=== dbx_decompressor ===
## config.mk

```make
export PLATFORM = sky130hd
export DESIGN_NAME = dbx_decompressor
export DESIGN_NICKNAME = d
export VERILOG_FILES = /design/src/rtl/ebpc_pkg.sv /design/src/rtl/dbx_symbol_decoder.sv /design/src/rtl/dbx_decompressor.sv
export SDC_FILE = /design/constraint.sdc
export NUM_CORES = 1
export LEC_CHECK = 0
export ABC_CLOCK_PERIOD_IN_PS = 2100
export CORE_ASPECT_RATIO = 1.4
export CORE_MARGIN = 2
export CORE_UTILIZATION = 45
export DETAILED_ROUTE_END_ITERATION = 16
export GPL_TIMING_DRIVEN = 0
export PLACE_DENSITY = 0.83
export SKIP_CTS_REPAIR_TIMING = 1
export SYNTH_ARGS = -nofsm -noshare
export SYNTH_HDL_FRONTEND = slang
export SYNTH_SLANG_ARGS = --single-unit
```

## constraint.sdc

```tcl
create_clock -name clk_i -period 2.1 [get_ports clk_i]
set_input_delay 0.21 -clock clk_i [delete_from_list [all_inputs] [get_ports clk_i]]
set_output_delay 0.21 -clock clk_i [all_outputs]
set_load 0.02 [all_outputs]
```

## src/rtl/ebpc_pkg.sv

```systemverilog
// Shared widths, symbol prefixes and types for the EBPC DBX compressor/decompressor pair.
// The block geometry here is 8-bit data in blocks of 8 words.
package ebpc_pkg;
    localparam int DATA_W         = 8;
    localparam int BLOCK_SIZE     = 8;
    localparam int LOG2N          = $clog2(BLOCK_SIZE);
    localparam int PLANE_W        = BLOCK_SIZE - 1;
    localparam int N              = BLOCK_SIZE;
    localparam int FIVE           = 5;
    localparam int FIVE_PLUS_LOGN = 5 + LOG2N;
    localparam int MAX_SYMB_LEN   = (N > FIVE_PLUS_LOGN) ? N : FIVE_PLUS_LOGN;
    localparam int LEN_W          = $clog2(MAX_SYMB_LEN + 1);
    localparam int CNT_W          = $clog2(DATA_W + 1);

    typedef logic [LEN_W-1:0]   symb_len_t;
    typedef logic [LOG2N-1:0]   pos_t;
    typedef logic [CNT_W-1:0]   cnt_t;
    typedef logic [PLANE_W-1:0] plane_t;

    localparam logic [4:0] ALL_ONES          = 5'b00000;
    localparam logic [4:0] DBXZ_DBPNZ        = 5'b00001;
    localparam logic [4:0] TWO_ONES_PREFIX   = 5'b00010;
    localparam logic [4:0] SINGLE_ONE_PREFIX = 5'b00011;

    typedef struct packed {
        plane_t    dbx;
        logic      dbp_zero;
        symb_len_t len;
        logic      err;
    } dbx_dec_t;

    typedef enum logic {COLLECT, OUTPUT} state_t;
endpackage

```

## src/rtl/dbx_symbol_decoder.sv

```systemverilog
// Combinational decode of one DBX symbol from the left-aligned bit-stream window.
// Malformed symbols decode to an all-zero DBX and flag err.
module dbx_symbol_decoder
    import ebpc_pkg::*;
(
    input  logic [MAX_SYMB_LEN-1:0] symb_i,
    input  logic                    zero_i,
    output dbx_dec_t                dec_o
);
    localparam plane_t TOP_ONE     = plane_t'(1) << (PLANE_W - 1);
    localparam plane_t TOP_TWO     = TOP_ONE | (TOP_ONE >> 1);
    localparam pos_t   MAX_POS_ONE = pos_t'(PLANE_W - 1);
    localparam pos_t   MAX_POS_TWO = pos_t'(PLANE_W - 2);

    logic [4:0] prefix;
    pos_t       pos;

    assign prefix = symb_i[MAX_SYMB_LEN-1 -: 5];
    assign pos    = symb_i[MAX_SYMB_LEN-6 -: LOG2N];

    always_comb begin
        dec_o = '0;
        if (zero_i) begin
            dec_o.len = '0;
        end else if (symb_i[MAX_SYMB_LEN-1]) begin
            dec_o.dbx = symb_i[MAX_SYMB_LEN-2 -: PLANE_W];
            dec_o.len = symb_len_t'(N);
        end else begin
            dec_o.len = symb_len_t'(FIVE);
            case (prefix)
                ALL_ONES:   dec_o.dbx      = '1;
                DBXZ_DBPNZ: dec_o.dbp_zero = 1'b1;
                // A bad position still occupies the full prefix+pos field in the stream.
                SINGLE_ONE_PREFIX: begin
                    dec_o.len = symb_len_t'(FIVE_PLUS_LOGN);
                    if (pos > MAX_POS_ONE) dec_o.err = 1'b1;
                    else                   dec_o.dbx = TOP_ONE >> pos;
                end
                TWO_ONES_PREFIX: begin
                    dec_o.len = symb_len_t'(FIVE_PLUS_LOGN);
                    if (pos > MAX_POS_TWO) dec_o.err = 1'b1;
                    else                   dec_o.dbx = TOP_TWO >> pos;
                end
                default: dec_o.err = 1'b1;
            endcase
        end
    end
endmodule

```

## src/rtl/dbx_decompressor.sv

```systemverilog
// Rebuilds DBX planes from decoded symbols (MSB plane first), integrates them into
// bit-planes and presents the whole block with a valid/ready handshake.
module dbx_decompressor
    import ebpc_pkg::*;
(
    input  logic                          clk_i,
    input  logic                          rst_i,
    input  logic [MAX_SYMB_LEN-1:0]       symb_i,
    input  logic                          zero_i,
    input  logic                          symb_valid_i,
    output logic                          symb_ready_o,
    output symb_len_t                     len_o,
    output logic [0:DATA_W][PLANE_W-1:0]  dbp_o,
    output logic                          dbp_valid_o,
    input  logic                          dbp_ready_i,
    output logic                          err_o
);
    localparam cnt_t CNT_INIT = cnt_t'(DATA_W);

    state_t   state, state_nxt;
    cnt_t     cnt;
    plane_t   prev;
    plane_t   plane;
    dbx_dec_t dec;
    logic     accept;

    dbx_symbol_decoder u_dec (
        .symb_i (symb_i),
        .zero_i (zero_i),
        .dec_o  (dec)
    );

    assign len_o  = dec.len;
    assign plane  = dec.dbp_zero ? '0 : (dec.dbx ^ prev);
    assign accept = symb_valid_i && (state == COLLECT) && !rst_i;

    always_ff @(posedge clk_i) begin
        if (rst_i) state <= COLLECT;
        else       state <= state_nxt;
    end

    // Ready depends only on state and reset, never on dbp_ready_i.
    always_comb begin
        state_nxt    = state;
        symb_ready_o = 1'b0;
        dbp_valid_o  = 1'b0;
        case (state)
            COLLECT: begin
                symb_ready_o = !rst_i;
                if (accept && cnt == '0) state_nxt = OUTPUT;
            end
            OUTPUT: begin
                dbp_valid_o = !rst_i;
                if (dbp_ready_i) state_nxt = COLLECT;
            end
            default: state_nxt = COLLECT;
        endcase
    end

    always_ff @(posedge clk_i) begin
        if (rst_i) begin
            cnt   <= CNT_INIT;
            prev  <= '0;
            dbp_o <= '0;
            err_o <= 1'b0;
        end else begin
            err_o <= accept && dec.err;
            if (accept) begin
                for (int k = 0; k <= DATA_W; k++)
                    if (cnt == cnt_t'(k)) dbp_o[k] <= plane;
                prev <= plane;
                if (cnt != '0) cnt <= cnt - 1'b1;
            end else if (dbp_valid_o && dbp_ready_i) begin
                cnt  <= CNT_INIT;
                prev <= '0;
            end
        end
    end
endmodule

```

==> notes.md <==
Implementation results. The flow ran to the end, and the final reports show no timing, DRC or antenna violations. According to the I/O placement log, the pin count is 83. The synthesized netlist occupies a cell area of 3578 µm². And-or/or-and share of the synthesized area landed at 23.25%.

Buffer-and-inverter tally for the worst setup path landed at 2. Wire length of the first global-routing pass landed at 15,460 µm. Final core utilization landed at 63.71%.

Worst-case vdd ir drop landed at 0.0003465 V. For this run, the script counts the antenna cells in the layout as 0. Area of the multi-input gates landed at 2051 µm². Clock network power share landed at 37.4%. Remaining antenna violation count after routing landed at 0. Leaving out filler cells and counting taps, the final layout contains 588. STA classifies the critical path endpoint as a flop.

Sorting the synthesized cells by how often they occur yields dfxtp_1, nand3_1, clkbuf_1. 270 cells are multi-input combinational gates. Net switching power landed at 0.0008239 W. Area growth from synthesis to final layout landed at 37.97%. Looking at the area split, the leading class of cells is combinational gates.

Per the cell usage report, the commonest logic cells after layout are dfxtp_1, clkdlybuf4s50_1, nand3_1. Leakage component of the power landed at 1.784 nW. The worst hold path begins at symb_i[6].

Logic gate fraction of the total cell area landed at 41.54%. The most critical hold endpoint after final layout shows a slack of 0.4525 ns. Post-place instance area landed at 4504 µm². Via total after detailed routing landed at 3,561. Adder and majority gate portion of the synthesized area landed at 3.147%.

After detailed routing, the average wire length per cell comes to 17.49 µm. Fraction of the cycle the final worst path needs landed at 98.38%. For this run the aggregate overflow at the end of global routing stands at 0. The cell sitting at the root of the clock tree is a clkbuf_8. Floorplan net count landed at 413. Number of cells in Yosys stat landed at 391. For this design the ratio of total power to cell area is 610.2 nW/µm².

For this run, the number of Yosys warnings is 0. Via count normalized by instance count landed at 6.056. In this run, the synthesized area fraction spent on and/or/nand/nor cells is recorded as 21.85%. The critical path endpoint has a required time of 2.34 ns. Detailed placement finished with a half-perimeter wire length of 7263 µm. For met2 alone, demand over resource in global routing was 40.44%.
dbx_decompressor, wire density map:
Scale bar: 20 µm. The die is cut into 16 by 22 equal tiles; black is low, pale yellow is high, scaled to the fullest tile. Values are wire area over tile area, all layers added.
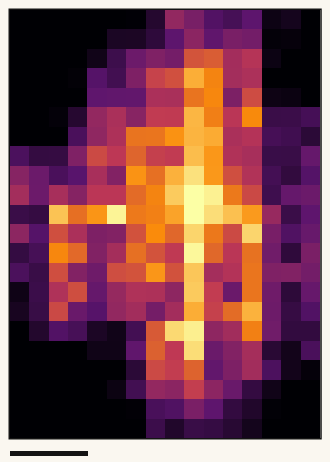
nearly empty tiles = 22%
tiles over half the peak = 26%
mean over tiles = 0.19
fullest tile = 0.60

dbx_decompressor, sequential cells coloured by netlist name:
Other sequential cells in the stronger grey, the rest of the logic in the fainter grey.
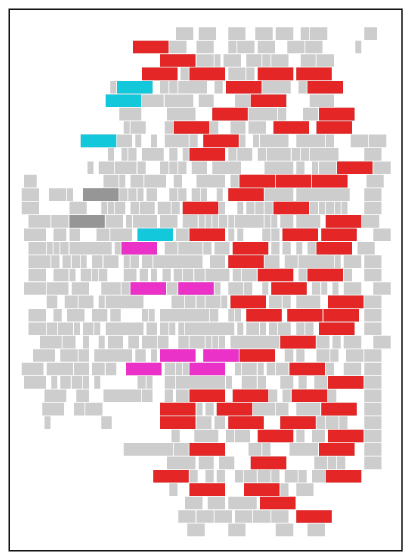
dbp_o -> red  # flops 63
cnt -> cyan  # flops 4
prev -> magenta  # flops 7


=== mem_req_master ===
$ cat src/rtl/mem_req_master_pkg.sv
// mem_req_master_pkg: shared widths, command struct and counter-width helper for mem_req_master
package mem_req_master_pkg;
  localparam int MRM_NUM_WORDS  = 64;
  localparam int MRM_DATA_WIDTH = 32;
  localparam int MRM_BYTE_WIDTH = 8;
  localparam int MRM_ADDR_WIDTH = $clog2(MRM_NUM_WORDS);
  localparam int MRM_STRB_WIDTH = MRM_DATA_WIDTH / MRM_BYTE_WIDTH;
  typedef struct packed {
    logic                      write;
    logic [MRM_ADDR_WIDTH-1:0] addr;
    logic [MRM_DATA_WIDTH-1:0] wdata;
    logic [MRM_STRB_WIDTH-1:0] ben;
  } mem_cmd_t;
  function automatic int cnt_width(input int depth);
    return $clog2(depth + 1);
  endfunction
endpackage

$ cat src/rtl/mem_req_master_sync_fifo.sv
// sync_fifo: count-based synchronous FIFO; ports clk_i/rst_i, push_i/data_i in, pop_i/data_o/count_o/empty_o out (data_o is 0 when empty)
module sync_fifo
  import mem_req_master_pkg::*;
#(
  parameter int DEPTH = 4,
  parameter int WIDTH = 32,
  localparam int CW = cnt_width(DEPTH)
) (
  input  logic             clk_i,
  input  logic             rst_i,
  input  logic             push_i,
  input  logic             pop_i,
  input  logic [WIDTH-1:0] data_i,
  output logic [WIDTH-1:0] data_o,
  output logic [CW-1:0]    count_o,
  output logic             empty_o
);
  localparam int PW = DEPTH > 1 ? $clog2(DEPTH) : 1;
  logic [WIDTH-1:0] r_mem [DEPTH];
  logic [PW-1:0]    r_wp, r_rp;
  logic [CW-1:0]    r_cnt;
  always_ff @(posedge clk_i)
    if (push_i) r_mem[r_wp] <= data_i;
  always_ff @(posedge clk_i) begin
    if (rst_i) begin
      r_wp  <= '0;
      r_rp  <= '0;
      r_cnt <= '0;
    end else begin
      if (push_i) r_wp <= r_wp == PW'(DEPTH - 1) ? '0 : r_wp + PW'(1);
      if (pop_i) r_rp <= r_rp == PW'(DEPTH - 1) ? '0 : r_rp + PW'(1);
      r_cnt <= r_cnt + CW'(push_i) - CW'(pop_i);
    end
  end
  assign empty_o = r_cnt == '0;
  assign count_o = r_cnt;
  assign data_o  = empty_o ? '0 : r_mem[r_rp];
endmodule

$ cat src/rtl/mem_req_master.sv
// mem_req_master: issues client read/write commands to a single-port memory and returns read data in order under credit backpressure
//   clk_i/rst_i: clock, sync active-high reset
//   cmd_*: valid/ready command port (write, addr, wdata, ben)
//   rsp_*: valid/ready read-response port; outstanding_o = reads accepted and not yet popped
//   mem_*: registered memory request port; mem_r_data_i returns LATENCY cycles after a read request
module mem_req_master
  import mem_req_master_pkg::*;
#(
  parameter int NUM_WORDS  = MRM_NUM_WORDS,
  parameter int DATA_WIDTH = MRM_DATA_WIDTH,
  parameter int BYTE_WIDTH = MRM_BYTE_WIDTH,
  parameter int LATENCY    = 1,
  parameter int RSP_DEPTH  = 4,
  localparam int ADDR_WIDTH = $clog2(NUM_WORDS),
  localparam int STRB_WIDTH = DATA_WIDTH / BYTE_WIDTH,
  localparam int CW         = cnt_width(RSP_DEPTH)
) (
  input  logic                  clk_i,
  input  logic                  rst_i,
  input  logic                  cmd_valid_i,
  output logic                  cmd_ready_o,
  input  logic                  cmd_write_i,
  input  logic [ADDR_WIDTH-1:0] cmd_addr_i,
  input  logic [DATA_WIDTH-1:0] cmd_wdata_i,
  input  logic [STRB_WIDTH-1:0] cmd_ben_i,
  output logic                  rsp_valid_o,
  input  logic                  rsp_ready_i,
  output logic [DATA_WIDTH-1:0] rsp_rdata_o,
  output logic [CW-1:0]         outstanding_o,
  output logic                  mem_req_o,
  output logic                  mem_w_en_o,
  output logic [ADDR_WIDTH-1:0] mem_addr_o,
  output logic [DATA_WIDTH-1:0] mem_w_data_o,
  output logic [STRB_WIDTH-1:0] mem_b_en_o,
  input  logic [DATA_WIDTH-1:0] mem_r_data_i
);
  if (LATENCY < 1) begin : g_bad_latency
    $error("mem_req_master: LATENCY must be >= 1");
  end
  if (RSP_DEPTH < LATENCY + 2) begin : g_bad_depth
    $error("mem_req_master: RSP_DEPTH must be >= LATENCY+2");
  end
  // The command struct is shared with the package, so data/address widths are fixed there.
  if (DATA_WIDTH != MRM_DATA_WIDTH || ADDR_WIDTH != MRM_ADDR_WIDTH || STRB_WIDTH != MRM_STRB_WIDTH) begin : g_bad_width
    $error("mem_req_master: widths must match mem_req_master_pkg");
  end
  logic               w_acc, w_rd_acc, w_pop, w_issue_rd, w_empty;
  logic [CW-1:0]      r_credit, w_fifo_cnt;
  logic [LATENCY-1:0] r_pipe;
  logic               r_req;
  mem_cmd_t           r_cmd, w_cmd;
  assign cmd_ready_o = !rst_i && (r_credit < CW'(RSP_DEPTH));
  assign w_acc       = cmd_valid_i && cmd_ready_o;
  assign w_rd_acc    = w_acc && !cmd_write_i;
  assign w_pop       = rsp_valid_o && rsp_ready_i;
  assign w_issue_rd  = r_req && !r_cmd.write;
  assign w_cmd = '{write: cmd_write_i, addr: cmd_addr_i,
                   wdata: cmd_write_i ? cmd_wdata_i : '0,
                   ben: cmd_write_i ? cmd_ben_i : '0};
  // r_pipe tags each issued read; bit 0 marks the cycle its data is on mem_r_data_i.
  always_ff @(posedge clk_i) begin
    if (rst_i) begin
      r_req    <= 1'b0;
      r_cmd    <= '0;
      r_pipe   <= '0;
      r_credit <= '0;
    end else begin
      r_req    <= w_acc;
      if (w_acc) r_cmd <= w_cmd;
      r_pipe   <= (r_pipe >> 1) | (LATENCY'(w_issue_rd) << (LATENCY - 1));
      r_credit <= r_credit + CW'(w_rd_acc) - CW'(w_pop);
    end
  end
  assign mem_req_o     = r_req;
  assign mem_w_en_o    = r_cmd.write;
  assign mem_addr_o    = r_cmd.addr;
  assign mem_w_data_o  = r_cmd.wdata;
  assign mem_b_en_o    = r_cmd.ben;
  assign outstanding_o = r_credit;
  assign rsp_valid_o   = !w_empty;
  sync_fifo #(.DEPTH(RSP_DEPTH), .WIDTH(DATA_WIDTH)) u_rsp_fifo (
    .clk_i   (clk_i),
    .rst_i   (rst_i),
    .push_i  (r_pipe[0]),
    .pop_i   (w_pop),
    .data_i  (mem_r_data_i),
    .data_o  (rsp_rdata_o),
    .count_o (w_fifo_cnt),
    .empty_o (w_empty)
  );
  // Buffered responses are a subset of credited reads, so the FIFO can never overflow.
  always_ff @(posedge clk_i)
    if (!rst_i) assert (w_fifo_cnt <= r_credit);
endmodule

$ cat config.mk
export PLATFORM = sky130hd
export DESIGN_NAME = mem_req_master
export DESIGN_NICKNAME = d
export VERILOG_FILES = /design/src/rtl/mem_req_master_pkg.sv /design/src/rtl/mem_req_master_sync_fifo.sv /design/src/rtl/mem_req_master.sv
export SDC_FILE = /design/constraint.sdc
export NUM_CORES = 1
export LEC_CHECK = 0
export ABC_CLOCK_PERIOD_IN_PS = 3200
export CORE_ASPECT_RATIO = 0.8
export CORE_MARGIN = 2
export CORE_UTILIZATION = 45
export DETAILED_ROUTE_END_ITERATION = 8
export PLACE_DENSITY = 0.7
export SYNTH_ARGS = -nofsm -noshare
export SYNTH_HDL_FRONTEND = slang
export SYNTH_SLANG_ARGS = --single-unit
$ cat constraint.sdc
create_clock -name clk_i -period 3.2 [get_ports clk_i]
set_clock_uncertainty 0.2 [all_clocks]
set_input_delay 0.64 -clock clk_i [delete_from_list [all_inputs] [get_ports clk_i]]
set_output_delay 0.64 -clock clk_i [all_outputs]
set_load 0.05 [all_outputs]
mem_req_master, sequential cells coloured by netlist name:
Other sequential cells in the stronger grey, the rest of the logic in the fainter grey.
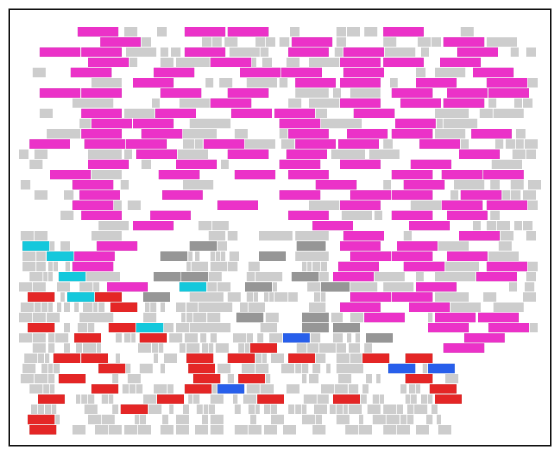
u_rsp_fifo.r_mem -> magenta  # flops 128
mem_b_en_o -> blue  # flops 4
mem_addr_o -> cyan  # flops 6
mem_w_data_o -> red  # flops 32, where a band across the bottom

mem_req_master, a small window of the routed layout:
Scale bar: 20 µm. Region (11, 4) to (61, 54) µm. Cells in grey, sequential cells in the stronger grey; small squares are vias.
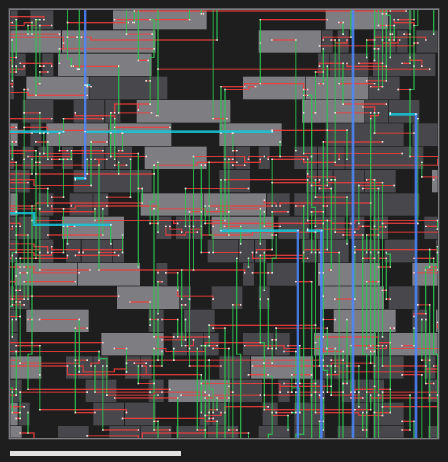
metal 3 -> cyan
metal 1 -> red
metal 4 -> blue
metal 2 -> green
sequential cells in the window = 32
netlist names of flops here include = mem_w_data_o (17), mem_addr_o (5), u_rsp_fifo.r_mem (4)
cells with their middle in the window = 161
most frequent = clkdlybuf4s50_1 (38), nand2_1 (30), dfxtp_1 (28)

==> notes.md <==
Implementation results. Cell area after synthesis landed at 7051 µm². Proportion of cell area occupied by registers landed at 53.07%. The post-synth count of flops with an enable pin is 128.

Excluding fillers, the count of instances in the completed layout stands at 840. The number of nets in the synthesized netlist is 547. Per the synthesis report, the XOR/XNOR share of the synthesized area is 0.3727%. Final worst-path setup slack landed at 0.3353 ns. The kind of cell with the highest combined delay along the critical path is flip-flops.

Registers are responsible for 36.7% of the overall power. Including well taps, the total number of placed cells is 808. Pin count of the biggest net entering global routing landed at 51. Fraction of the cycle the final worst path needs landed at 89.52%.

Synthesis produced a netlist whose cell count is 459. Buffer levels on the longest clock path landed at 2. Buffers outside the clock tree occupy 16.86% of the routed design's cell area. In the final layout, multi-input gates take up 20.09% of the cell area. Total power normalized to cell area comes to 797.7 nW/µm².

Leakage component of the power landed at 3.185 nW. In the layout the commonest cells are edfxtp_1, clkdlybuf4s50_1, dfxtp_1. After layout, the clock buffer instance count stands at 17.

Number of max-capacitance violations reported landed at 0. The number of global-route vias before repair was 4,455. Global routing consumed, on the met1 layer, 23.22% of the routing resources. For met2 alone, demand over resource in global routing was 30.95%. Clock latency at the later pin of the worst-skew pair landed at 0.42 ns. The run finished with clean final reports. Count of filler cells inserted in the layout landed at 1,147. Sequential fraction of the synthesis area landed at 70.70%. CTS placed an instance of clkbuf_16 at the clock tree root. Summed over all instances, the cell type with the most area after synthesis is edfxtp_1.

In this run the biggest area consumer among cell types represents 54.52% of the synthesized area. Post-CTS clock slew at the launch and capture registers of the worst setup and hold paths landed at 0.07 ns. Summing all multiplexer cells gives an area fraction of 10.79%. Core outline area landed at 15,160 µm². The layout contains a multi-input combinational cell count of 239.

Number of warnings issued by yosys landed at 0. Setup repair after global routing left no endpoint under its margin.

=== axi_wr_arbiter ===
===== src/rtl/axi_wr_arbiter.sv =====
// rtl/axi_wr_arbiter.sv - round-robin arbiter sharing one AXI-style write channel between NUM_REQ requesters
// Optional per-requester grant counters: define AXI_WR_ARB_STATS_EN.
module axi_wr_arbiter #(
  parameter int NUM_REQ = 4,
  parameter int ADDR_W  = 32,
  parameter int DATA_W  = 32,
  localparam int GW     = (NUM_REQ > 1) ? $clog2(NUM_REQ) : 1
) (
  input  logic                      clk,
  input  logic                      rst_n,
  input  logic [NUM_REQ*ADDR_W-1:0] req_addr,
  input  logic [NUM_REQ*DATA_W-1:0] req_data,
  input  logic [NUM_REQ-1:0]        req_valid,
  output logic [NUM_REQ-1:0]        req_ready,
  output logic [ADDR_W-1:0]         write_addr,
  output logic [DATA_W-1:0]         write_data,
  output logic                      write_valid,
  input  logic                      write_ready,
  input  logic                      fifo_full,
  output logic [GW-1:0]             grant_id,
  output logic                      busy
`ifdef AXI_WR_ARB_STATS_EN
  ,
  output logic [NUM_REQ*16-1:0]     grant_count,
  input  logic                      stats_clr
`endif
);

  typedef enum logic {
    IDLE  = 1'b0,
    DRIVE = 1'b1
  } state_t;

  state_t              state_q, state_d;
  logic                valid_q, valid_d;
  logic [ADDR_W-1:0]   addr_q, addr_d;
  logic [DATA_W-1:0]   data_q, data_d;
  logic [GW-1:0]       gid_q, gid_d;
  logic [GW-1:0]       last_q, last_d;

  logic                stage_free;
  logic                grant_permit;
  logic                win_found;
  logic [GW-1:0]       win_id;
  logic [GW-1:0]       cand;
  logic                accept;

  // The output stage can take a new beat in the same cycle the current one retires.
  assign stage_free   = (state_q == IDLE) || (valid_q && write_ready);
  assign grant_permit = rst_n && !fifo_full && stage_free;

  always_comb begin
    win_found = 1'b0;
    win_id    = '0;
    cand      = '0;
    for (int k = 1; k <= NUM_REQ; k++) begin
      cand = GW'((int'(last_q) + k) % NUM_REQ);
      if (!win_found && req_valid[cand]) begin
        win_found = 1'b1;
        win_id    = cand;
      end
    end
  end

  assign accept    = grant_permit && win_found;
  assign req_ready = accept ? (NUM_REQ'(1) << win_id) : '0;

  always_comb begin
    state_d = state_q;
    valid_d = valid_q;
    addr_d  = addr_q;
    data_d  = data_q;
    gid_d   = gid_q;
    last_d  = last_q;
    if (accept) begin
      state_d = DRIVE;
      valid_d = 1'b1;
      addr_d  = req_addr[win_id*ADDR_W +: ADDR_W];
      data_d  = req_data[win_id*DATA_W +: DATA_W];
      gid_d   = win_id;
      last_d  = win_id;
    end else if (state_q == DRIVE && valid_q && write_ready) begin
      state_d = IDLE;
      valid_d = 1'b0;
    end
  end

  always_ff @(posedge clk or negedge rst_n) begin
    if (!rst_n) begin
      state_q <= IDLE;
      valid_q <= 1'b0;
      addr_q  <= '0;
      data_q  <= '0;
      gid_q   <= '0;
      last_q  <= GW'(NUM_REQ - 1);
    end else begin
      state_q <= state_d;
      valid_q <= valid_d;
      addr_q  <= addr_d;
      data_q  <= data_d;
      gid_q   <= gid_d;
      last_q  <= last_d;
    end
  end

  assign write_valid = valid_q;
  assign write_addr  = addr_q;
  assign write_data  = data_q;
  assign grant_id    = gid_q;
  assign busy        = (state_q == DRIVE);

`ifdef AXI_WR_ARB_STATS_EN
  logic [15:0] cnt_q [NUM_REQ];

  // Clear wins over a coincident increment.
  always_ff @(posedge clk or negedge rst_n) begin
    if (!rst_n) begin
      for (int i = 0; i < NUM_REQ; i++) cnt_q[i] <= '0;
    end else if (stats_clr) begin
      for (int i = 0; i < NUM_REQ; i++) cnt_q[i] <= '0;
    end else if (accept && cnt_q[win_id] != 16'hFFFF) begin
      cnt_q[win_id] <= cnt_q[win_id] + 16'd1;
    end
  end

  for (genvar gi = 0; gi < NUM_REQ; gi++) begin : g_cnt_pack
    assign grant_count[gi*16 +: 16] = cnt_q[gi];
  end
`endif

endmodule


===== config.mk =====
export PLATFORM = sky130hd
export DESIGN_NAME = axi_wr_arbiter
export DESIGN_NICKNAME = d
export VERILOG_FILES = /design/src/rtl/axi_wr_arbiter.sv
export SDC_FILE = /design/constraint.sdc
export NUM_CORES = 1
export LEC_CHECK = 0
export CAP_MARGIN = 10
export CORE_UTILIZATION = 30
export DETAILED_ROUTE_END_ITERATION = 12
export PLACE_DENSITY = 0.7
export SLEW_MARGIN = 40
export SYNTH_ARGS = -nofsm -noshare
export SYNTH_HDL_FRONTEND = slang
export SYNTH_SLANG_ARGS = --single-unit

===== constraint.sdc =====
create_clock -name clk -period 2.65 [get_ports clk]
set_clock_uncertainty 0.2 [all_clocks]
set_input_delay 0.53 -clock clk [delete_from_list [all_inputs] [get_ports clk]]
set_output_delay 0.53 -clock clk [all_outputs]
set_load 0.02 [all_outputs]

axi_wr_arbiter, placement by cell class:
Fill, decap, tap and diode cells in grey.
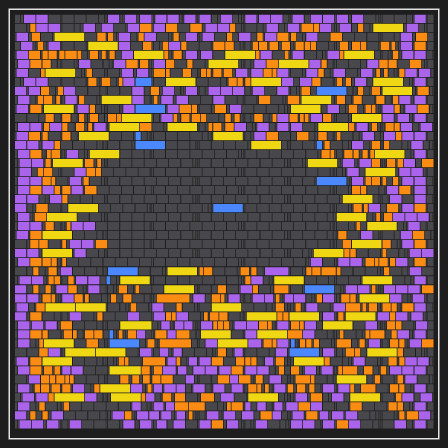
clock drivers and dummy loads -> blue  # cells 15, share of their area 3.1%
flops -> yellow  # cells 69, share of their area 21%
combinational and other logic -> orange  # cells 415, share of their area 33%
other buffers and delay cells -> purple  # cells 362, share of their area 43%

axi_wr_arbiter, wire density map:
Scale bar: 50 µm. The die is cut into 26 by 26 equal tiles; black is low, pale yellow is high, scaled to the fullest tile. Values are wire area over tile area, all layers added.
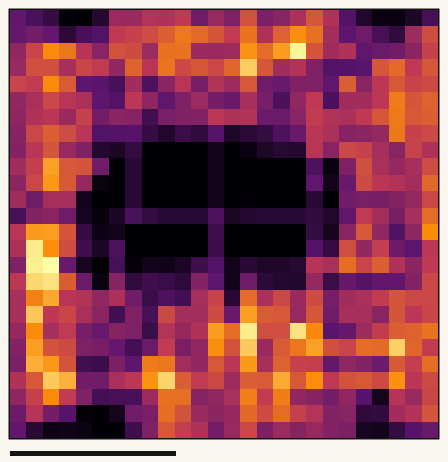
fullest tile = 0.53
tiles over half the peak = 31%
densest ninth of the die = bottom middle
nearly empty tiles = 9.8%

==> notes.md <==
Implementation results. The number of multi-input combinational cells in the layout is 415. Of the total power, combinational logic draws 52.6%. In the post-synthesis netlist, the cell with the most instances is dfrtp_1. The timing report shows that the slowest cell on the worst path is or4_1. Per the run summary, max-cap violations total 0. Global routing used 6.152% of the available met3 tracks. Area fraction of the dominant cell type after synthesis landed at 34.57%. The routed design has 20,040 µm of wire.

Arrival time at the worst endpoint landed at 1.88 ns. Switching share of power landed at 38.11%. Yosys mapped the design onto 35 distinct sky130hd cell types. Net switching power landed at 0.002194 W.

After global routing the overflow that remains totals 0. After synthesis, the largest family of logic cells by area is AND-OR/OR-AND gates. Final sum of negative setup slack landed at 0 ns. The horizontal die dimension reported for this design is 129.1 µm. For this design the ratio of total power to cell area is 668.3 nW/µm².

Note that the worst hold path type here is input port to asynchronous set/reset pin. Sorting the synthesized cells by area gives the leading types as dfrtp_1, mux2i_1, a21o_1. CTS H-tree depth landed at 3. First-pass iteration count of the detailed router landed at 4.

The worst VDD IR drop from the latest analysis is 0.0003606 V. Clock network power share landed at 19.1%. Final worst-path setup slack landed at 0.03967 ns. After Yosys synthesis, XOR and XNOR cells account for 0% of the synthesized area. The script logs the mean routed wire length per placed instance as 18.61 µm. The number of global-route vias before repair came to 5,475. Per the OpenROAD timing report, the critical path contains 6 cells. Net count of the finished layout landed at 1,121. Detailed routing placed a total of 9886 µm of wire on met2. Per the detail_route report, the via count comes to 5,549. The clock passes through at most 2 buffers. Post-synthesis area per instance landed at 8.915 µm².

Number of cells in Yosys stat landed at 544. Routability congestion estimate from global placement landed at 0.8743. The flow ran to the end, and the final reports show no timing, DRC or antenna violations. In the power breakdown, the biggest contributor is combinational logic.

The clock tree has to reach 69 sinks. Global routing met1 resource utilization landed at 28.29%. Internal portion of total power landed at 0.003562 W. Fill cells in the final layout number 1,445. Final core utilization landed at 54.41%.

=== sprite_draw_scheduler ===
**src/rtl/sprite_draw_scheduler.sv**
```systemverilog
// Round-robin scheduler sharing one VGA pixel-write port among four sprite requesters.
// Each job erases the requester's previous box (if it moved), then draws the new one.
module sprite_draw_scheduler #(
    parameter int BOX_W = 12,
    parameter int BOX_H = 4,
    parameter int SCR_W = 160,
    parameter int SCR_H = 120
) (
    input  logic        clk_i,
    input  logic        rst_i,
    input  logic [3:0]  req_i,
    input  logic [31:0] req_x_i,
    input  logic [27:0] req_y_i,
    input  logic [11:0] req_color_i,
    output logic [3:0]  grant_o,
    output logic [3:0]  done_o,
    output logic [7:0]  x_o,
    output logic [6:0]  y_o,
    output logic [2:0]  color_o,
    output logic        plot_o,
    output logic        busy_o
);

    typedef enum logic [1:0] {IDLE, ERASE, DRAW, DONE} state_t;

    localparam logic [3:0] PX_LAST = 4'(BOX_W - 1);
    localparam logic [3:0] PY_LAST = 4'(BOX_H - 1);
    localparam logic [8:0] SCR_W_L = 9'(SCR_W);
    localparam logic [7:0] SCR_H_L = 8'(SCR_H);

    state_t      state_q, state_d;
    logic [1:0]  ptr_q, ptr_d;
    logic [1:0]  idx_q, idx_d;
    logic [7:0]  new_x_q, new_x_d;
    logic [6:0]  new_y_q, new_y_d;
    logic [2:0]  color_q, color_d;
    logic [3:0]  px_q, px_d;
    logic [3:0]  py_q, py_d;

    logic [7:0]  old_x_q [4];
    logic [6:0]  old_y_q [4];
    logic [3:0]  last_valid_q;

    logic [3:0]  grant_q, grant_d;
    logic [3:0]  done_q, done_d;
    logic [7:0]  x_q, x_d;
    logic [6:0]  y_q, y_d;
    logic [2:0]  out_color_q, out_color_d;
    logic        plot_q, plot_d;
    logic        busy_q, busy_d;

    logic [7:0]  slot_x [4];
    logic [6:0]  slot_y [4];
    logic [2:0]  slot_c [4];

    for (genvar gi = 0; gi < 4; gi++) begin : g_slice
        assign slot_x[gi] = req_x_i[gi*8 +: 8];
        assign slot_y[gi] = req_y_i[gi*7 +: 7];
        assign slot_c[gi] = req_color_i[gi*3 +: 3];
    end

    // Round-robin pick: first asserted request at or after the pointer.
    logic       sel_found;
    logic [1:0] sel_idx;
    always_comb begin
        sel_found = 1'b0;
        sel_idx   = ptr_q;
        for (int k = 0; k < 4; k++) begin
            if (!sel_found && req_i[ptr_q + k[1:0]]) begin
                sel_found = 1'b1;
                sel_idx   = ptr_q + k[1:0];
            end
        end
    end

    logic [7:0] base_x;
    logic [6:0] base_y;
    logic [8:0] sum_x;
    logic [7:0] sum_y;
    logic       moved;

    always_comb begin
        base_x = (state_q == ERASE) ? old_x_q[idx_q] : new_x_q;
        base_y = (state_q == ERASE) ? old_y_q[idx_q] : new_y_q;
        sum_x  = {1'b0, base_x} + {5'd0, px_q};
        sum_y  = {1'b0, base_y} + {4'd0, py_q};
        moved  = last_valid_q[sel_idx] &&
                 ((old_x_q[sel_idx] != slot_x[sel_idx]) || (old_y_q[sel_idx] != slot_y[sel_idx]));
    end

    always_comb begin
        state_d     = state_q;
        ptr_d       = ptr_q;
        idx_d       = idx_q;
        new_x_d     = new_x_q;
        new_y_d     = new_y_q;
        color_d     = color_q;
        px_d        = px_q;
        py_d        = py_q;
        grant_d     = 4'd0;
        done_d      = 4'd0;
        x_d         = x_q;
        y_d         = y_q;
        out_color_d = out_color_q;
        plot_d      = 1'b0;
        busy_d      = 1'b1;

        unique case (state_q)
            IDLE: begin
                busy_d = 1'b0;
                // done_q high means the previous job's done cycle is still showing.
                if (sel_found && !done_q[idx_q]) begin
                    grant_d = 4'd1 << sel_idx;
                    busy_d  = 1'b1;
                    idx_d   = sel_idx;
                    ptr_d   = sel_idx + 2'd1;
                    new_x_d = slot_x[sel_idx];
                    new_y_d = slot_y[sel_idx];
                    color_d = slot_c[sel_idx];
                    px_d    = 4'd0;
                    py_d    = 4'd0;
                    state_d = moved ? ERASE : DRAW;
                end
            end
            ERASE, DRAW: begin
                x_d         = sum_x[7:0];
                y_d         = sum_y[6:0];
                out_color_d = (state_q == ERASE) ? 3'd0 : color_q;
                plot_d      = (sum_x < SCR_W_L) && (sum_y < SCR_H_L);
                if (px_q == PX_LAST) begin
                    px_d = 4'd0;
                    if (py_q == PY_LAST) begin
                        py_d    = 4'd0;
                        state_d = (state_q == ERASE) ? DRAW : DONE;
                    end else begin
                        py_d = py_q + 4'd1;
                    end
                end else begin
                    px_d = px_q + 4'd1;
                end
            end
            DONE: begin
                done_d  = 4'd1 << idx_q;
                state_d = IDLE;
            end
            default: state_d = IDLE;
        endcase
    end

    always_ff @(posedge clk_i or posedge rst_i) begin
        if (rst_i) begin
            state_q     <= IDLE;
            ptr_q       <= 2'd0;
            idx_q       <= 2'd0;
            new_x_q     <= 8'd0;
            new_y_q     <= 7'd0;
            color_q     <= 3'd0;
            px_q        <= 4'd0;
            py_q        <= 4'd0;
            grant_q     <= 4'd0;
            done_q      <= 4'd0;
            x_q         <= 8'd0;
            y_q         <= 7'd0;
            out_color_q <= 3'd0;
            plot_q      <= 1'b0;
            busy_q      <= 1'b0;
        end else begin
            state_q     <= state_d;
            ptr_q       <= ptr_d;
            idx_q       <= idx_d;
            new_x_q     <= new_x_d;
            new_y_q     <= new_y_d;
            color_q     <= color_d;
            px_q        <= px_d;
            py_q        <= py_d;
            grant_q     <= grant_d;
            done_q      <= done_d;
            x_q         <= x_d;
            y_q         <= y_d;
            out_color_q <= out_color_d;
            plot_q      <= plot_d;
            busy_q      <= busy_d;
        end
    end

    // Position is committed only on completion, so an aborted job leaves no stale box record.
    always_ff @(posedge clk_i or posedge rst_i) begin
        if (rst_i) begin
            last_valid_q <= 4'd0;
            for (int k = 0; k < 4; k++) begin
                old_x_q[k] <= 8'd0;
                old_y_q[k] <= 7'd0;
            end
        end else if (state_q == DONE) begin
            old_x_q[idx_q]      <= new_x_q;
            old_y_q[idx_q]      <= new_y_q;
            last_valid_q[idx_q] <= 1'b1;
        end
    end

    assign grant_o = grant_q;
    assign done_o  = done_q;
    assign x_o     = x_q;
    assign y_o     = y_q;
    assign color_o = out_color_q;
    assign plot_o  = plot_q;
    assign busy_o  = busy_q;

endmodule

```
**config.mk**
```make
export PLATFORM = sky130hd
export DESIGN_NAME = sprite_draw_scheduler
export DESIGN_NICKNAME = d
export VERILOG_FILES = /design/src/rtl/sprite_draw_scheduler.sv
export SDC_FILE = /design/constraint.sdc
export NUM_CORES = 1
export LEC_CHECK = 0
export CAP_MARGIN = 20
export CORE_MARGIN = 4
export CORE_UTILIZATION = 59
export DETAILED_ROUTE_END_ITERATION = 16
export PLACE_DENSITY = 0.92
export SKIP_CTS_REPAIR_TIMING = 1
export SLEW_MARGIN = 20
export SYNTH_ARGS = -nofsm -noshare
export SYNTH_HDL_FRONTEND = slang
export SYNTH_SLANG_ARGS = --single-unit
export TNS_END_PERCENT = 50
```
**constraint.sdc**
```tcl
create_clock -name clk_i -period 11.7 [get_ports clk_i]
set_input_delay 2.34 -clock clk_i [delete_from_list [all_inputs] [get_ports clk_i]]
set_output_delay 2.34 -clock clk_i [all_outputs]
set_load 0.005 [all_outputs]
```
sprite_draw_scheduler, placement by cell class:
Fill, decap, tap and diode cells in grey.
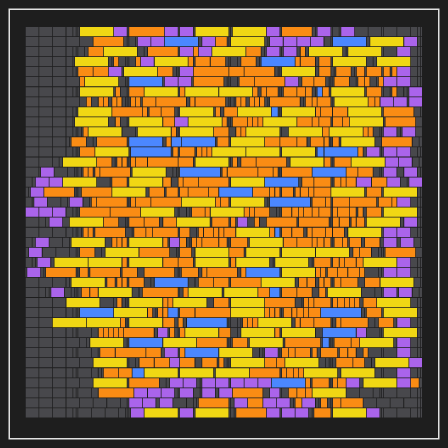
combinational and other logic -> orange  # cells 410, share of their area 43%
other buffers and delay cells -> purple  # cells 112, share of their area 13%
flops -> yellow  # cells 124, share of their area 36%
clock drivers and dummy loads -> blue  # cells 31, share of their area 7.4%

==> notes.md <==
Implementation results. Via total after detailed routing landed at 5,335. Portion of the layout cell area used by clock cells landed at 7.245%. The clock drives 124 sinks. For this run, the script counts the antenna cells in the layout as 0.

Overall die width landed at 116 µm. Setup slack closes at 6.186 ns. For reference, the critical path is launched at req_i[3]. Total power after layout landed at 0.001077 W. Iteration-0 DRC count of the detailed router landed at 568. The min-delay analysis places its worst path in the category flop to flop. The flow ran to the end, and the final reports show no timing, DRC or antenna violations. Tap cell count landed at 143. After synthesis, the largest area contributor takes up 45.09% of total cell area. Per the layout area report, the register area comes to 3103 µm².

The smallest clock period supported by the final layout is computed as 5.514 ns. TritonCTS built the clock tree.

=== barrel_shifter ===
barrel_shifter, wiring by layer:
Scale bar: 20 µm. Two of the layers only.
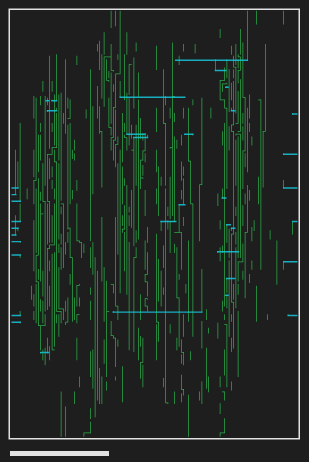
barrel_shifter, sequential cells coloured by netlist name:
Other sequential cells in the stronger grey, the rest of the logic in the fainter grey.
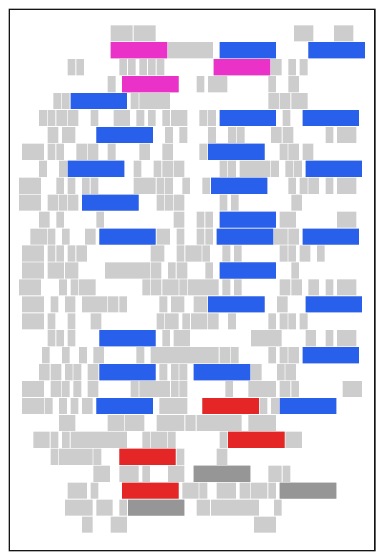
==> src/rtl/barrel_shifter_pkg.sv <==
// Shared definitions for the pipelined barrel shifter: mode encoding and a width sanity helper.
package barrel_shifter_pkg;

    typedef enum logic [1:0] {
        SHIFT_LOGICAL_RIGHT    = 2'd0,
        SHIFT_ARITHMETIC_RIGHT = 2'd1,
        SHIFT_LOGICAL_LEFT     = 2'd2,
        SHIFT_ROTATE_RIGHT     = 2'd3
    } shift_mode_t;

    function automatic bit is_pow2(input int unsigned value);
        return (value >= 2) && ((value & (value - 1)) == 0);
    endfunction

endpackage

==> src/rtl/barrel_shifter_stage.sv <==
// One barrel-shifter level: conditional shift by 2**STAGE_INDEX plus its register slice and ready.
// The rotate path exists only when BARREL_SHIFTER_ROTATE_EN is defined.
module barrel_shifter_stage
    import barrel_shifter_pkg::*;
#(
    parameter int   WIDTH        = 8,
    parameter int   AMOUNT_WIDTH = 3,
    parameter logic PAD_VALUE    = 1'b0,
    parameter int   STAGE_INDEX  = 0
) (
    input  logic                    clock,
    input  logic                    reset,
    input  logic [WIDTH-1:0]        i_data,
    input  logic [AMOUNT_WIDTH-1:0] i_amount,
    input  logic [1:0]              i_mode,
    input  logic                    i_valid,
    output logic                    o_ready,
    output logic [WIDTH-1:0]        o_data,
    output logic [AMOUNT_WIDTH-1:0] o_amount,
    output logic [1:0]              o_mode,
    output logic                    o_valid,
    input  logic                    i_ready
);

    localparam int SHIFT = 1 << STAGE_INDEX;

    logic [WIDTH-1:0]        w_lr;
    logic [WIDTH-1:0]        w_ar;
    logic [WIDTH-1:0]        w_ll;
    logic [WIDTH-1:0]        w_shifted;
    logic [WIDTH-1:0]        w_result;
`ifdef BARREL_SHIFTER_ROTATE_EN
    logic [WIDTH-1:0]        w_rr;
`endif

    logic                    r_valid;
    logic [WIDTH-1:0]        r_data;
    logic [AMOUNT_WIDTH-1:0] r_amount;
    logic [1:0]              r_mode;

    genvar gi;
    generate
        for (gi = 0; gi < WIDTH; gi++) begin : g_bit
            if (gi + SHIFT < WIDTH) begin : g_right_src
                assign w_lr[gi] = i_data[gi + SHIFT];
                assign w_ar[gi] = i_data[gi + SHIFT];
            end else begin : g_right_fill
                // The sign bit never changes between stages, so the local MSB is the original MSB.
                assign w_lr[gi] = PAD_VALUE;
                assign w_ar[gi] = i_data[WIDTH-1];
            end
            if (gi >= SHIFT) begin : g_left_src
                assign w_ll[gi] = i_data[gi - SHIFT];
            end else begin : g_left_fill
                assign w_ll[gi] = PAD_VALUE;
            end
`ifdef BARREL_SHIFTER_ROTATE_EN
            assign w_rr[gi] = i_data[(gi + SHIFT) % WIDTH];
`endif
        end
    endgenerate

    always_comb begin
        w_shifted = w_lr;
        case (i_mode)
            SHIFT_ARITHMETIC_RIGHT: w_shifted = w_ar;
            SHIFT_LOGICAL_LEFT:     w_shifted = w_ll;
`ifdef BARREL_SHIFTER_ROTATE_EN
            SHIFT_ROTATE_RIGHT:     w_shifted = w_rr;
`endif
            default:                w_shifted = w_lr;
        endcase
    end

    assign w_result = i_amount[STAGE_INDEX] ? w_shifted : i_data;

    // A slot can load when empty or when its occupant leaves this same cycle.
    assign o_ready = !r_valid || i_ready;

    always_ff @(posedge clock or posedge reset) begin
        if (reset) begin
            r_valid  <= 1'b0;
            r_data   <= '0;
            r_amount <= '0;
            r_mode   <= '0;
        end else if (o_ready) begin
            r_valid <= i_valid;
            if (i_valid) begin
                r_data   <= w_result;
                r_amount <= i_amount;
                r_mode   <= i_mode;
            end
        end
    end

    assign o_valid  = r_valid;
    assign o_data   = r_data;
    assign o_amount = r_amount;
    assign o_mode   = r_mode;

endmodule

==> src/rtl/barrel_shifter.sv <==
// Pipelined barrel shifter, one stage per amount bit, valid/ready with full backpressure.
// Define BARREL_SHIFTER_ROTATE_EN to build rotate right for mode 3 (otherwise logical right).
module barrel_shifter
    import barrel_shifter_pkg::*;
#(
    parameter int    WIDTH        = 8,
    parameter logic  PAD_VALUE    = 1'b0,
    localparam int   AMOUNT_WIDTH = $clog2(WIDTH)
) (
    input  logic                    clock,
    input  logic                    reset,
    input  logic [WIDTH-1:0]        in_data,
    input  logic [AMOUNT_WIDTH-1:0] in_amount,
    input  logic [1:0]              in_mode,
    input  logic                    in_valid,
    output logic                    in_ready,
    output logic [WIDTH-1:0]        out_data,
    output logic                    out_valid,
    input  logic                    out_ready
);

    if (!is_pow2(WIDTH)) begin : g_bad_width
        $error("barrel_shifter: WIDTH must be a power of two and at least 2");
    end

    genvar gi;
    generate
        for (gi = 0; gi < AMOUNT_WIDTH; gi++) begin : g_stage
            logic [WIDTH-1:0]        w_data;
            logic [AMOUNT_WIDTH-1:0] w_amount;
            logic [1:0]              w_mode;
            logic                    w_valid;
            logic                    w_ready;
            logic [WIDTH-1:0]        w_up_data;
            logic [AMOUNT_WIDTH-1:0] w_up_amount;
            logic [1:0]              w_up_mode;
            logic                    w_up_valid;
            logic                    w_down_ready;

            if (gi == 0) begin : g_head
                assign w_up_data   = in_data;
                assign w_up_amount = in_amount;
                assign w_up_mode   = in_mode;
                assign w_up_valid  = in_valid;
            end else begin : g_link
                assign w_up_data   = g_stage[gi-1].w_data;
                assign w_up_amount = g_stage[gi-1].w_amount;
                assign w_up_mode   = g_stage[gi-1].w_mode;
                assign w_up_valid  = g_stage[gi-1].w_valid;
            end

            // Ready ripples combinationally from the consumer back to the input.
            if (gi == AMOUNT_WIDTH - 1) begin : g_tail
                assign w_down_ready = out_ready;
            end else begin : g_mid
                assign w_down_ready = g_stage[gi+1].w_ready;
            end

            barrel_shifter_stage #(
                .WIDTH        (WIDTH),
                .AMOUNT_WIDTH (AMOUNT_WIDTH),
                .PAD_VALUE    (PAD_VALUE),
                .STAGE_INDEX  (gi)
            ) u_stage (
                .clock    (clock),
                .reset    (reset),
                .i_data   (w_up_data),
                .i_amount (w_up_amount),
                .i_mode   (w_up_mode),
                .i_valid  (w_up_valid),
                .o_ready  (w_ready),
                .o_data   (w_data),
                .o_amount (w_amount),
                .o_mode   (w_mode),
                .o_valid  (w_valid),
                .i_ready  (w_down_ready)
            );
        end
    endgenerate

    assign in_ready  = g_stage[0].w_ready;
    assign out_data  = g_stage[AMOUNT_WIDTH-1].w_data;
    assign out_valid = g_stage[AMOUNT_WIDTH-1].w_valid;

    logic [AMOUNT_WIDTH+1:0] w_unused_tail;
    assign w_unused_tail = {g_stage[AMOUNT_WIDTH-1].w_amount, g_stage[AMOUNT_WIDTH-1].w_mode};

endmodule

==> config.mk <==
export PLATFORM = sky130hd
export DESIGN_NAME = barrel_shifter
export DESIGN_NICKNAME = d
export VERILOG_FILES = /design/src/rtl/barrel_shifter_pkg.sv /design/src/rtl/barrel_shifter_stage.sv /design/src/rtl/barrel_shifter.sv
export SDC_FILE = /design/constraint.sdc
export NUM_CORES = 1
export LEC_CHECK = 0
export ABC_AREA = 1
export CAP_MARGIN = 15
export CORE_ASPECT_RATIO = 1.5
export CORE_MARGIN = 1
export CORE_UTILIZATION = 40
export DETAILED_ROUTE_END_ITERATION = 8
export SLEW_MARGIN = 30
export SYNTH_ARGS = -nofsm -noshare
export SYNTH_HDL_FRONTEND = slang
export SYNTH_SLANG_ARGS = --single-unit
==> constraint.sdc <==
create_clock -name clock -period 1.41 [get_ports clock]
set_input_delay 0.282 -clock clock [delete_from_list [all_inputs] [get_ports clock]]
set_output_delay 0.282 -clock clock [all_outputs]
set_load 0.02 [all_outputs]
==> notes.md <==
Implementation results. Power per standard cell area landed at 1558 nW/µm². The worst setup path is launched from a flop. Pin count of the biggest net entering global routing landed at 35. Cell area after synthesis landed at 1913 µm². Number of global-route vias before repair landed at 1,786. Of the total synthesized cell area, the portion taken by full adders, half adders and majority gates is 3.924%. In this run, flip-flops and latches consume 38.6% of the power. The worst register-to-register path has a depth of 6.

27 I/O pins were placed. Worst-case vdd ir drop landed at 0.0005728 V. In the final layout, the multi-input gates occupy 942.2 µm². Instance tally after logic synthesis landed at 261. Final sum of negative setup slack landed at 0 ns.

The run finished with clean final reports. CTS H-tree depth landed at 2. Power of the combinational group landed at 0.00154 W. Met1 routed wirelength after detailed routing landed at 1628 µm. Detail-routed net length per standard cell landed at 11.77 µm. Setup slack of the most critical reg-to-reg path landed at 0.04 ns.

Overall die width landed at 58.47 µm. Final hold violation count landed at 0.
## Picture notes: 'wiring by layer' of barrel_shifter
metal 3 -> cyan  # wire length 97.9 µm
metal 2 -> green  # wire length 2,520 µm

## Picture notes: 'sequential cells coloured by netlist name' of barrel_shifter
g_stage.u_stage.o_amount -> magenta  # flops 3
g_stage.u_stage.o_data -> blue  # flops 24
g_stage.u_stage.o_mode -> red  # flops 4, where bottom middle


=== irq_pending_ctrl ===
## config.mk

```make
export PLATFORM = sky130hd
export DESIGN_NAME = irq_pending_ctrl
export DESIGN_NICKNAME = d
export VERILOG_FILES = /design/src/rtl/irq_pending_ctrl.sv
export SDC_FILE = /design/constraint.sdc
export NUM_CORES = 1
export LEC_CHECK = 0
export ABC_AREA = 0
export CAP_MARGIN = 20
export CELL_PAD_IN_SITES_DETAIL_PLACEMENT = 1
export CELL_PAD_IN_SITES_GLOBAL_PLACEMENT = 1
export CORE_MARGIN = 1
export CORE_UTILIZATION = 29
export CTS_BUF_LIST = sky130_fd_sc_hd__clkbuf_2
export DETAILED_ROUTE_END_ITERATION = 16
export HOLD_SLACK_MARGIN = 0.03
export PLACE_DENSITY = 0.78
export SLEW_MARGIN = 0
export SYNTH_ARGS = -nofsm -noshare
export SYNTH_HDL_FRONTEND = slang
export SYNTH_SLANG_ARGS = --single-unit
```

## constraint.sdc

```tcl
create_clock -name clk -period 1.2 [get_ports clk]
set_input_delay 0.18 -clock clk [delete_from_list [all_inputs] [get_ports clk]]
set_output_delay 0.18 -clock clk [all_outputs]
set_load 0.05 [all_outputs]
```

## src/rtl/irq_pending_ctrl.sv

```systemverilog
// Purpose : latches 4 interrupt request lines into pending bits, masks them,
//           and presents the highest-priority eligible id until acknowledged.
// Latency : 2 edges from the capture edge to valid (capture, then present);
//           the presented id is held until ack, so no retraction is possible.
// Backpressure: the consumer throttles via ack; pending bits accumulate meanwhile.
//
// Capture mode macro: IRQ_EDGE_CAPTURE_EN
//   defined   -> rising-edge capture using a req history register
//   undefined -> level capture (req high at an edge sets pending)
//
// Ports:
//   clk      sole clock, rising edge
//   rst      synchronous active-high reset
//   req      raw request lines, bit 3 highest priority
//   mask_wr  mask write strobe
//   mask_in  mask write data, 1 = enabled
//   ack      consumer accepts the presented id
//   out      registered id of the presented request
//   valid    out holds a presented, unaccepted request
//   pending  registered pending bits
//   mask     current mask register
module irq_pending_ctrl #(
  parameter logic [3:0] MASK_RST = 4'b1111
) (
  input  logic       clk,
  input  logic       rst,
  input  logic [3:0] req,
  input  logic       mask_wr,
  input  logic [3:0] mask_in,
  input  logic       ack,
  output logic [1:0] out,
  output logic       valid,
  output logic [3:0] pending,
  output logic [3:0] mask
);

  typedef enum logic {
    IDLE    = 1'b0,
    PRESENT = 1'b1
  } state_t;

  state_t     state;
  state_t     state_nxt;
  logic [3:0] capture;
  logic [3:0] eligible;
  logic [3:0] clr;
  logic [3:0] pending_nxt;
  logic [1:0] out_nxt;
  logic       valid_nxt;
  logic [1:0] top_idx;

`ifdef IRQ_EDGE_CAPTURE_EN
  // History of req at the previous edge; cleared by reset so a line that is
  // already high on the first edge after reset counts as a rising edge.
  logic [3:0] req_q;

  always_ff @(posedge clk) begin
    if (rst) begin
      req_q <= 4'b0000;
    end else begin
      req_q <= req;
    end
  end

  assign capture = req & ~req_q;
`else
  assign capture = req;
`endif

  assign eligible = pending & mask;

  // Highest set eligible bit wins.
  always_comb begin
    top_idx = 2'd0;
    if (eligible[3]) begin
      top_idx = 2'd3;
    end else if (eligible[2]) begin
      top_idx = 2'd2;
    end else if (eligible[1]) begin
      top_idx = 2'd1;
    end else begin
      top_idx = 2'd0;
    end
  end

  always_comb begin
    state_nxt = state;
    out_nxt   = out;
    valid_nxt = valid;
    clr       = 4'b0000;
    case (state)
      IDLE: begin
        // ack is deliberately ignored here.
        if (eligible != 4'b0000) begin
          out_nxt   = top_idx;
          valid_nxt = 1'b1;
          state_nxt = PRESENT;
        end else begin
          valid_nxt = 1'b0;
        end
      end
      PRESENT: begin
        // out stays frozen regardless of new arrivals or mask changes.
        if (ack) begin
          clr       = 4'b0001 << out;
          valid_nxt = 1'b0;
          state_nxt = IDLE;
        end
      end
      default: begin
        state_nxt = IDLE;
        valid_nxt = 1'b0;
      end
    endcase
    // Set wins over clear: a fresh capture on the acked bit keeps it pending.
    pending_nxt = (pending & ~clr) | capture;
  end

  always_ff @(posedge clk) begin
    if (rst) begin
      state   <= IDLE;
      pending <= 4'b0000;
      mask    <= MASK_RST;
      out     <= 2'b00;
      valid   <= 1'b0;
    end else begin
      state   <= state_nxt;
      pending <= pending_nxt;
      out     <= out_nxt;
      valid   <= valid_nxt;
      if (mask_wr) begin
        mask <= mask_in;
      end
    end
  end

endmodule
```

irq_pending_ctrl, sequential cells coloured by netlist name:
Other sequential cells in the stronger grey, the rest of the logic in the fainter grey.
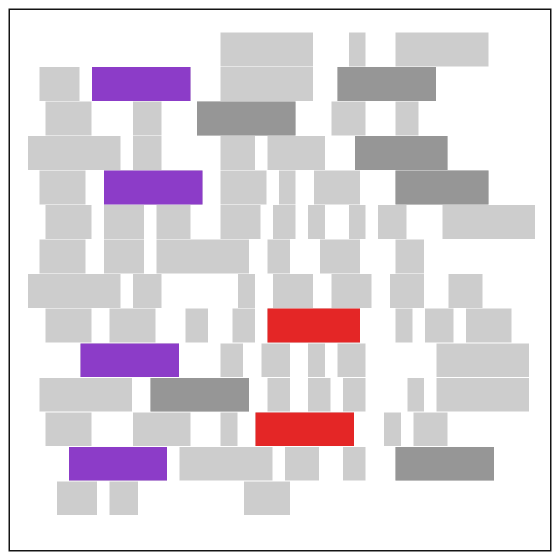
out -> red  # flops 2
mask -> purple  # flops 4
not coloured = 6

irq_pending_ctrl, placement by cell class:
Fill, decap, tap and diode cells in grey.
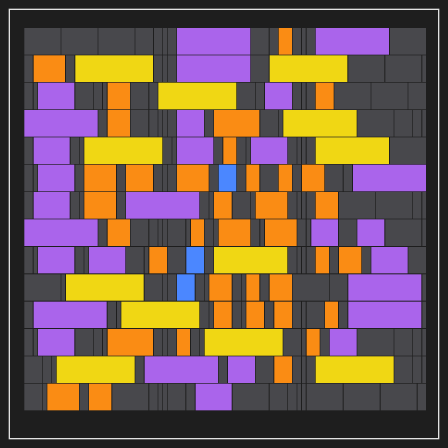
flops -> yellow  # cells 12, share of their area 29%
combinational and other logic -> orange  # cells 37, share of their area 27%
other buffers and delay cells -> purple  # cells 28, share of their area 43%
clock drivers -> blue  # cells 3, share of their area 1.7%

==> notes.md <==
Implementation results. After global routing, the most crowded layer is met2. In this run switching power makes up 33.65% of total power. Total of buffers placed on input and output ports landed at 22. In this run the tightest slew margin relative to its limit is 81.77%.

The largest part of the power goes to sequential cells. Total area of sequential cells landed at 251.5 µm². From the final report, the count of setup violators was given as 0. Fraction of the cycle the final worst path needs landed at 93.30%. In the final report, the number of hold violations comes to 0.

The design draws 0.001086 W. The run finished with clean final reports. In this run the most critical hold path is launched from mask_in[3].

Post-synthesis area per instance landed at 9.347 µm². Final sequential cell count landed at 12. In the layout the commonest cells are clkdlybuf4s50_1, buf_12, dfxtp_2. Summed over all nets, wire length on met3 after detailed routing comes to 78 µm. Counting instances in the post-synthesis netlist gives the leading cell types as dfxtp_1, nor2_1, a21oi_1. Number of storage elements in the synthesis netlist landed at 12. Floorplan-stage core utilization landed at 31.28%. Global routing met1 resource utilization landed at 21.96%. For this run, the top clock speed supported by timing is 893.2 MHz. Pin count of the biggest net entering global routing landed at 9.


==> layout pictures side by side <==
A small window of the routed layout.
panel A
Scale bar: 20 µm. Region (7, 7) to (57, 57) µm. Cells in grey, sequential cells in the stronger grey; small squares are vias.
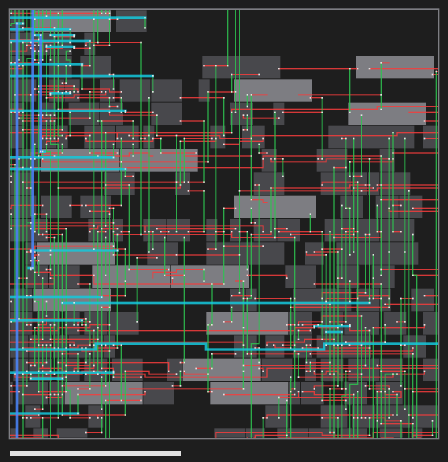
panel B
Scale bar: 20 µm. Region (4, 4) to (54, 54) µm. Cells in grey, sequential cells in the stronger grey; small squares are vias.
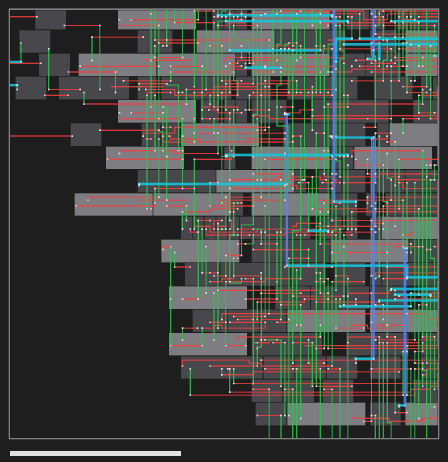
panel C
Scale bar: 20 µm. Region (0, 2) to (50, 52) µm. Cells in grey, sequential cells in the stronger grey; small squares are vias.
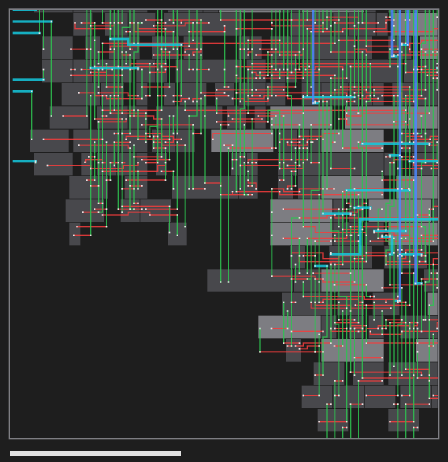
panel B: sprite_draw_scheduler
panel A: axi_wr_arbiter
panel C: dbx_decompressor
- smallest die: panel C
- largest die: panel A

Key to panel A:
metal 3 -> cyan
metal 4 -> blue
metal 1 -> red
metal 2 -> green
sequential cells in the window = 15
most frequent = clkdlybuf4s50_1 (24), buf_4 (17), dfrtp_1 (13)
cells with their middle in the window = 140
netlist names of flops here include = write_data (9), grant_id (2), last_q (2)

No activity file was given, so power comes from the tool's default toggle rates.
